# ---- rgb_video_capture ----
rgb_video_capture/pinout.png
Pins as bars across the die edge, other pins in grey.
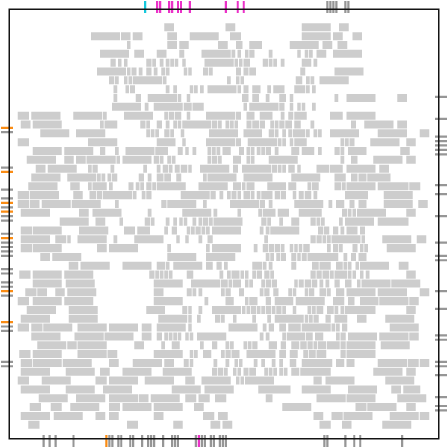

--- config.mk ---
export PLATFORM = sky130hd
export DESIGN_NAME = rgb_video_capture
export DESIGN_NICKNAME = d
export VERILOG_FILES = /design/src/rtl/rgb_video_capture.sv
export SDC_FILE = /design/constraint.sdc
export NUM_CORES = 1
export LEC_CHECK = 0
export ABC_AREA = 1
export CORE_MARGIN = 2
export CORE_UTILIZATION = 40
export CTS_CLUSTER_SIZE = 25
export DETAILED_ROUTE_END_ITERATION = 6
export GPL_TIMING_DRIVEN = 0
export SLEW_MARGIN = 20
export SYNTH_ARGS = -nofsm -noshare
export SYNTH_HDL_FRONTEND = slang
export SYNTH_SLANG_ARGS = --single-unit
--- constraint.sdc ---
create_clock -name clk -period 2.2 [get_ports clk]
set_input_delay 0.44 -clock clk [delete_from_list [all_inputs] [get_ports clk]]
set_output_delay 0.44 -clock clk [all_outputs]
set_load 0.1 [all_outputs]
--- src/rtl/rgb_video_capture.sv ---
// Receive side of a parallel RGB video bus: samples vs/de/rgb, emits an x/y tagged pixel
// stream, measures active width/height per frame and asserts lock once timing is stable.
module rgb_video_capture #(
  parameter int H_W           = 11,
  parameter int V_W           = 11,
  parameter bit VS_ACTIVE_LOW = 1'b1,
  parameter int LOCK_FRAMES   = 2
) (
  input  logic           clk,
  input  logic           rst_n,
  input  logic           vs,
  input  logic           de,
  input  logic [7:0]     rgb_r,
  input  logic [7:0]     rgb_g,
  input  logic [7:0]     rgb_b,
  output logic           pix_valid,
  output logic [23:0]    pix_data,
  output logic [H_W-1:0] pix_x,
  output logic [V_W-1:0] pix_y,
  output logic           pix_sof,
  output logic           pix_eol,
  output logic           frame_done,
  output logic [H_W-1:0] meas_width,
  output logic [V_W-1:0] meas_height,
  output logic           locked,
  output logic           err_line
);

  localparam int LC_W = $clog2(LOCK_FRAMES + 1);

  logic            vact_s1_q, vact_s1_d, vact_s2_q, vact_s2_d;
  logic            de_s1_q, de_s1_d, de_s2_q, de_s2_d;
  logic [23:0]     rgb_s1_q, rgb_s1_d, rgb_s2_q, rgb_s2_d;
  logic [H_W-1:0]  x_q, x_d, ref_width_q, ref_width_d, meas_width_q, meas_width_d, pix_x_q, pix_x_d;
  logic [V_W-1:0]  y_q, y_d, meas_height_q, meas_height_d, pix_y_q, pix_y_d;
  logic            have_ref_q, have_ref_d, err_q, err_d, ovf_q, ovf_d;
  logic            open_q, open_d, discard_q, discard_d;
  logic [LC_W-1:0] lock_cnt_q, lock_cnt_d;
  logic            locked_q, locked_d, err_line_q, err_line_d, frame_done_q, frame_done_d;
  logic            pix_valid_q, pix_valid_d, pix_sof_q, pix_sof_d, pix_eol_q, pix_eol_d;
  logic [23:0]     pix_data_q, pix_data_d;

  logic            vs_start, eol, partial, x_max, good;
  logic [H_W-1:0]  line_len;
  logic [V_W-1:0]  y_eff;

  always_comb begin
    vact_s1_d = VS_ACTIVE_LOW ? ~vs : vs;
    de_s1_d   = de;
    rgb_s1_d  = {rgb_r, rgb_g, rgb_b};
    vact_s2_d = vact_s1_q;
    de_s2_d   = de_s1_q;
    rgb_s2_d  = rgb_s1_q;

    vs_start = vact_s1_q & ~vact_s2_q;
    eol      = de_s2_q & ~de_s1_q;
    partial  = vs_start & de_s2_q & de_s1_q;
    x_max    = (x_q == {H_W{1'b1}});
    line_len = x_q + H_W'(1);
    y_eff    = partial ? '0 : y_q;
    good     = 1'b0;

    x_d           = x_q;
    y_d           = y_q;
    ref_width_d   = ref_width_q;
    have_ref_d    = have_ref_q;
    err_d         = err_q;
    ovf_d         = ovf_q;
    open_d        = open_q;
    discard_d     = discard_q;
    lock_cnt_d    = lock_cnt_q;
    locked_d      = locked_q;
    err_line_d    = err_line_q;
    meas_width_d  = meas_width_q;
    meas_height_d = meas_height_q;
    frame_done_d  = 1'b0;

    pix_valid_d = de_s2_q;
    pix_data_d  = rgb_s2_q;
    pix_x_d     = x_q;
    pix_y_d     = y_eff;
    pix_sof_d   = de_s2_q & (x_q == '0) & (y_eff == '0);
    pix_eol_d   = eol;

    if (de_s2_q) begin
      if (x_max) ovf_d = 1'b1;
      if (eol) x_d = '0;
      else if (!x_max) x_d = x_q + H_W'(1);
    end

    // A line cut by vsync is still output but never feeds the statistics.
    if (eol) begin
      if (discard_q) begin
        discard_d = 1'b0;
      end else begin
        if (!have_ref_q) begin
          ref_width_d = line_len;
          have_ref_d  = 1'b1;
        end else if (line_len != ref_width_q) begin
          err_d = 1'b1;
        end
        if (y_q != {V_W{1'b1}}) y_d = y_q + V_W'(1);
      end
    end

    // Frame close uses the post-eol values so a coincident last line is included.
    if (vs_start) begin
      if (open_q) begin
        frame_done_d  = 1'b1;
        meas_width_d  = ref_width_d;
        meas_height_d = y_d;
        err_line_d    = err_d | ovf_d;
        good = ~(err_d | ovf_d) & (y_d != '0) & (ref_width_d == meas_width_q) & (y_d == meas_height_q);
        if (!good) lock_cnt_d = '0;
        else if (lock_cnt_q != LC_W'(LOCK_FRAMES)) lock_cnt_d = lock_cnt_q + LC_W'(1);
        locked_d = (lock_cnt_d == LC_W'(LOCK_FRAMES));
      end
      open_d      = 1'b1;
      y_d         = '0;
      ref_width_d = '0;
      have_ref_d  = 1'b0;
      err_d       = partial;
      ovf_d       = 1'b0;
      discard_d   = partial;
    end
  end

  always_ff @(posedge clk or negedge rst_n) begin
    if (!rst_n) begin
      vact_s1_q <= 1'b0;  vact_s2_q <= 1'b0;
      de_s1_q   <= 1'b0;  de_s2_q   <= 1'b0;
      rgb_s1_q  <= '0;    rgb_s2_q  <= '0;
      x_q <= '0;  y_q <= '0;  ref_width_q <= '0;  have_ref_q <= 1'b0;
      err_q <= 1'b0;  ovf_q <= 1'b0;  open_q <= 1'b0;  discard_q <= 1'b0;
      lock_cnt_q <= '0;  locked_q <= 1'b0;  err_line_q <= 1'b0;  frame_done_q <= 1'b0;
      meas_width_q <= '0;  meas_height_q <= '0;
      pix_valid_q <= 1'b0;  pix_data_q <= '0;  pix_x_q <= '0;  pix_y_q <= '0;
      pix_sof_q <= 1'b0;  pix_eol_q <= 1'b0;
    end else begin
      vact_s1_q <= vact_s1_d;  vact_s2_q <= vact_s2_d;
      de_s1_q   <= de_s1_d;    de_s2_q   <= de_s2_d;
      rgb_s1_q  <= rgb_s1_d;   rgb_s2_q  <= rgb_s2_d;
      x_q <= x_d;  y_q <= y_d;  ref_width_q <= ref_width_d;  have_ref_q <= have_ref_d;
      err_q <= err_d;  ovf_q <= ovf_d;  open_q <= open_d;  discard_q <= discard_d;
      lock_cnt_q <= lock_cnt_d;  locked_q <= locked_d;  err_line_q <= err_line_d;
      frame_done_q <= frame_done_d;
      meas_width_q <= meas_width_d;  meas_height_q <= meas_height_d;
      pix_valid_q <= pix_valid_d;  pix_data_q <= pix_data_d;  pix_x_q <= pix_x_d;
      pix_y_q <= pix_y_d;  pix_sof_q <= pix_sof_d;  pix_eol_q <= pix_eol_d;
    end
  end

  assign pix_valid   = pix_valid_q;
  assign pix_data    = pix_data_q;
  assign pix_x       = pix_x_q;
  assign pix_y       = pix_y_q;
  assign pix_sof     = pix_sof_q;
  assign pix_eol     = pix_eol_q;
  assign frame_done  = frame_done_q;
  assign meas_width  = meas_width_q;
  assign meas_height = meas_height_q;
  assign locked      = locked_q;
  assign err_line    = err_line_q;

endmodule

# ---- inst_queue ----
[src/rtl/inst_queue_pkg.sv]
// Shared fetch/decode definitions: exception codes and the fetched-instruction record.
package inst_queue_pkg;

    typedef enum logic [2:0] {
        EXCP_NONE = 3'd0,
        EXCP_ADEF = 3'd1,
        EXCP_TLBR = 3'd2,
        EXCP_PIF  = 3'd3,
        EXCP_PPI  = 3'd4,
        EXCP_PME  = 3'd5,
        EXCP_INE  = 3'd6,
        EXCP_SYS  = 3'd7
    } excp_t;

    typedef struct packed {
        logic [31:0] pc;
        logic [31:0] inst;
        logic        pred_br_taken;
        logic [31:0] pred_br_target;
        logic        have_excp;
        excp_t       excp_type;
    } fetch_entry_t;

    // Number of set bits in a two-lane valid/handshake vector.
    function automatic logic [1:0] popcount2(input logic [1:0] v);
        return {1'b0, v[0]} + {1'b0, v[1]};
    endfunction

endpackage

[src/rtl/inst_queue.sv]
// Instruction queue between fetch and decode: two-wide push, two-wide pop,
// circular flop storage, single-cycle flush.
module inst_queue
    import inst_queue_pkg::*;
#(
    parameter int DEPTH = 8
) (
    input  logic               clk,
    input  logic               reset,
    input  logic               flush,
    input  logic [1:0]         in_valid,
    output logic               in_ready,
    input  fetch_entry_t [1:0] in_entry,
    output logic [1:0]         out_valid,
    output fetch_entry_t [1:0] out_entry,
    input  logic [1:0]         out_ready
);

    localparam int PTR_W = $clog2(DEPTH);
    localparam int CNT_W = PTR_W + 1;

    fetch_entry_t mem [DEPTH];

    logic [PTR_W-1:0] head_reg, head_next;
    logic [PTR_W-1:0] tail_reg, tail_next;
    logic [CNT_W-1:0] count_reg, count_next;

    logic [1:0] push_en;
    logic [1:0] push_n;
    logic [1:0] pop_n;

    // Room for a full two-wide push; deliberately ignores this cycle's pop so
    // in_ready never depends on decode's handshake.
    assign in_ready = (count_reg <= CNT_W'(DEPTH - 2));
    assign push_en  = in_ready ? in_valid : 2'b00;
    assign push_n   = popcount2(push_en);
    assign pop_n    = popcount2(out_valid & out_ready);

    // Read ports: head and head+1, pointer arithmetic wraps naturally.
    generate
        for (genvar gi = 0; gi < 2; gi++) begin : g_out
            assign out_valid[gi] = (count_reg > CNT_W'(gi));
            assign out_entry[gi] = mem[head_reg + PTR_W'(gi)];
        end
    endgenerate

    // Next-state pointers and occupancy; flush discards the cycle's push and pop.
    always_comb begin
        head_next  = head_reg + PTR_W'(pop_n);
        tail_next  = tail_reg + PTR_W'(push_n);
        count_next = count_reg + CNT_W'(push_n) - CNT_W'(pop_n);
        if (flush) begin
            head_next  = '0;
            tail_next  = '0;
            count_next = '0;
        end
    end

    // Pointer/count registers with synchronous reset.
    always_ff @(posedge clk) begin
        if (reset) begin
            head_reg  <= '0;
            tail_reg  <= '0;
            count_reg <= '0;
        end else begin
            head_reg  <= head_next;
            tail_reg  <= tail_next;
            count_reg <= count_next;
        end
    end

    // Two write ports: lane 0 at tail, lane 1 at tail+1; contents survive reset/flush.
    always_ff @(posedge clk) begin
        if (!reset && !flush) begin
            for (int i = 0; i < 2; i++) begin
                if (push_en[i]) begin
                    mem[tail_reg + PTR_W'(i)] <= in_entry[i];
                end
            end
        end
    end

endmodule

[config.mk]
export PLATFORM = sky130hd
export DESIGN_NAME = inst_queue
export DESIGN_NICKNAME = d
export VERILOG_FILES = /design/src/rtl/inst_queue_pkg.sv /design/src/rtl/inst_queue.sv
export SDC_FILE = /design/constraint.sdc
export NUM_CORES = 2
export LEC_CHECK = 0
export CORE_MARGIN = 3
export CORE_UTILIZATION = 44
export DETAILED_ROUTE_END_ITERATION = 8
export DONT_BUFFER_PORTS = 1
export RECOVER_POWER = 25
export SLEW_MARGIN = 20
export SYNTH_ARGS = -nofsm -noshare
export SYNTH_HDL_FRONTEND = slang
export SYNTH_SLANG_ARGS = --single-unit
[constraint.sdc]
create_clock -name clk -period 11.3 [get_ports clk]
set_clock_uncertainty 0.1 [all_clocks]
set_input_delay 1.695 -clock clk [delete_from_list [all_inputs] [get_ports clk]]
set_output_delay 1.695 -clock clk [all_outputs]
set_load 0.01 [all_outputs]

==> layout pictures side by side <==
Cell classes on the final placement.
shot_01.png
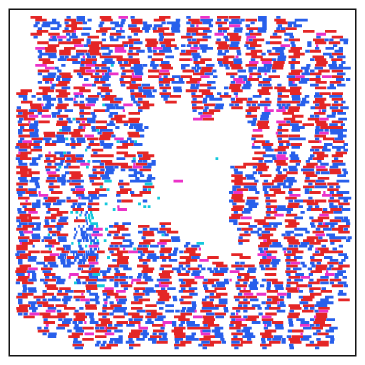
shot_02.png
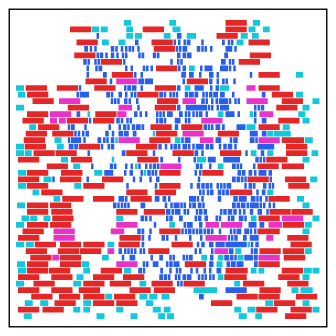
- most sequential cells: shot_01.png
- most cells: shot_01.png
| from | picture |
|---|---|
| inst_queue | shot_01.png |
| rgb_video_capture | shot_02.png |

rgb_video_capture/clock_wires.png
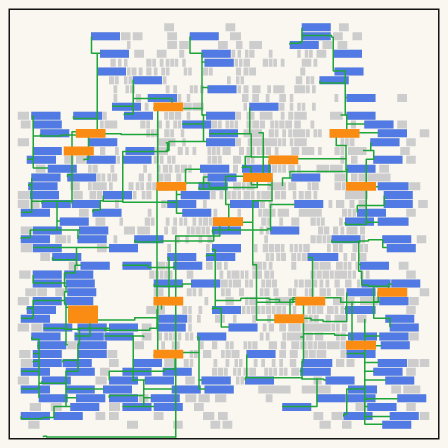
- green: clock wires (length 2,010 um)
- orange: clock-net drivers (count 17)
- blue: flip-flops (count 166)
- routed clock nets: 18
- flops lie: all over the die
clk ins delay skew pair: 0.43 ns
Clock net power: 3.01 mW
setup clock skew after layout: 0.0119 ns
power share of the clock group: 37.6%

rgb_video_capture/congestion_map.png
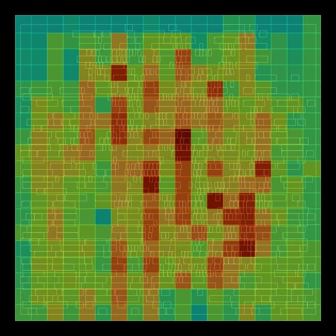
WL/cell: 14.4 um
busiest grt layer: met2
met3 Use GR: 5.57%
total global-route track usage: 17.9%

About rgb_video_capture/pinout.png:
- cyan: `frame_done` (pins 1; direction output; edge top)
- orange: `rgb_g` (pins 8; direction input; edge 7 left, 1 bottom)
- magenta: `meas_height` (pins 11; direction output; edge 10 top, 1 bottom)
Die H: 132 um
port bufs: 101
Die W: 132 um

==> flow_metrics.env, rgb_video_capture <==
# physical design summary
export IMPL_status="finished clean"
export IMPL_warnings=31
export IMPL_io_pins=102
export IMPL_post_synth_xor_area_fraction_pct=0.268
export IMPL_synth_flop_count=166
export IMPL_cts_root_buffer_cell="clkbuf_16"
export IMPL_rsz0062_at_grt="true"
export IMPL_ys_warn_count=0
export IMPL_drv_cap=0
export IMPL_dpl_instance_area_um2=7850
export IMPL_ff2ff_setup_slack_ns=0.06
export IMPL_critical_path_class="register to output port"
export IMPL_diodes=0
export IMPL_r2r_end="locked"
export IMPL_peakVddDrop_v=0.000738
export IMPL_p_int_mw=5.21
export IMPL_drv_slew=0
export IMPL_p_per_area_nw_per_um2=918
export IMPL_ys_sh_aoi_pct=4.08
export IMPL_synth_most_common_cell="nand2_1"
export IMPL_yosysUniqueCellTypes=30
export IMPL_cts_resized=87
export IMPL_core_area_um2=15900
export IMPL_clkSinkCount=166
export IMPL_logic_family="simple AND/OR/NAND/NOR gates"
export IMPL_overflow=0
## rgb_video_capture: power groups by stage
stage | clock (mW) | combinational (mW) | sequential [mW]
5_1_grt | 3.22 | 1.75 | 3.39
4_1_cts | 3.08 | 1.56 | 3.36
2_1_floorplan | 0 | 0.443 | 4.08
3_3_place_gp | 0 | 1.57 | 3.42
3_5_place_dp | 0 | 1.58 | 3.43
6_report | 3.01 | 1.63 | 3.37
## rgb_video_capture: cell type report
type	instances	area, um2
sequential	166	4160
clock buffer	17	425
inverter	75	288
tap	216	270
buffer	14	91.3
fill	1470	7220
timing repair buffer	121	1110
clock inverter	15	196
multi-input combinational	432	2180
inst_queue/clock_wires.png
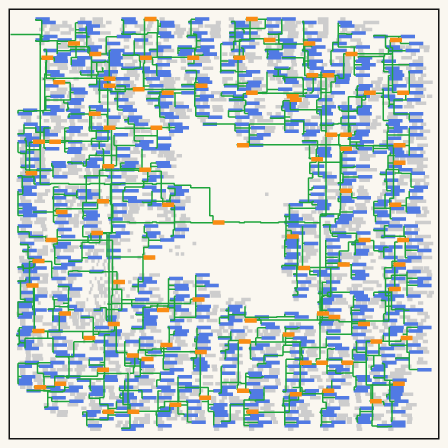
- green: clock wires (length 11,200 um)
- orange: clock-net drivers (count 93)
- blue: flip-flops (count 818)
- routed clock nets: 94
Clock net power: 2.92 mW
power share of the clock group: 33.5%
clk ins delay skew pair: 0.67 ns

==> flow_metrics.env, inst_queue <==
# physical design summary
export IMPL_nMultiInputCombCells=1504
export IMPL_wl_met1_um=50400
export IMPL_sh_comb_area_pct=41.7
export IMPL_synth_most_common_cell="mux2_2"
export IMPL_antenna_found_initial=2
export IMPL_drv_cap=21
export IMPL_crit_path_start_kind="input pin"
export IMPL_leakage_nw=15.0
export IMPL_power_top_consumer="sequential cells"
export IMPL_failed_checks="max-capacitance violations, max-slew violations"
export IMPL_rsz0062_at_grt="false"
export IMPL_drc=0
export IMPL_status="finished with violations"
export IMPL_place_hpwl_um=74700
export IMPL_pg_comb_mw=2.26
export IMPL_drv_slew=534
inst_queue: metrics by stage:
stage	instance area [um2]	utilization (%)	instances	power (mW)	setup WS, ns
2_1_floorplan	46800	-	2537	5.35	3.44
3_3_place_gp	48000	45.9	3767	5.84	5.88
3_5_place_dp	48000	45.9	3767	5.88	5.83
4_1_cts	50900	48.7	3941	8.81	5.10
5_1_grt	50700	48.5	3944	9.06	4.19
6_report	50700	48.5	3944	8.70	4.28


## Gallery

Routed metal, one colour a layer.
Two of the layers only.
picture 1
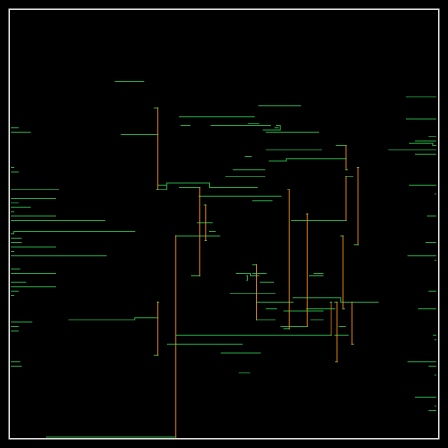
picture 2
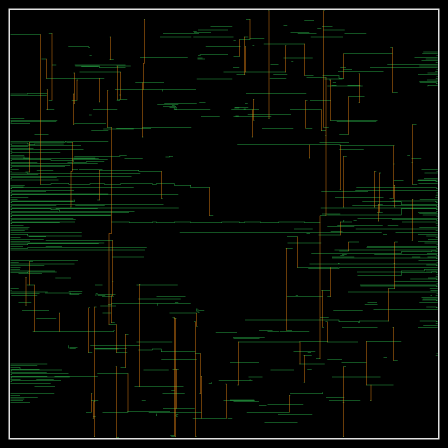
For rgb_video_capture, see picture 1.
For inst_queue, see picture 2.

Power figures rest on the tool's default switching activity, not on a simulated workload.
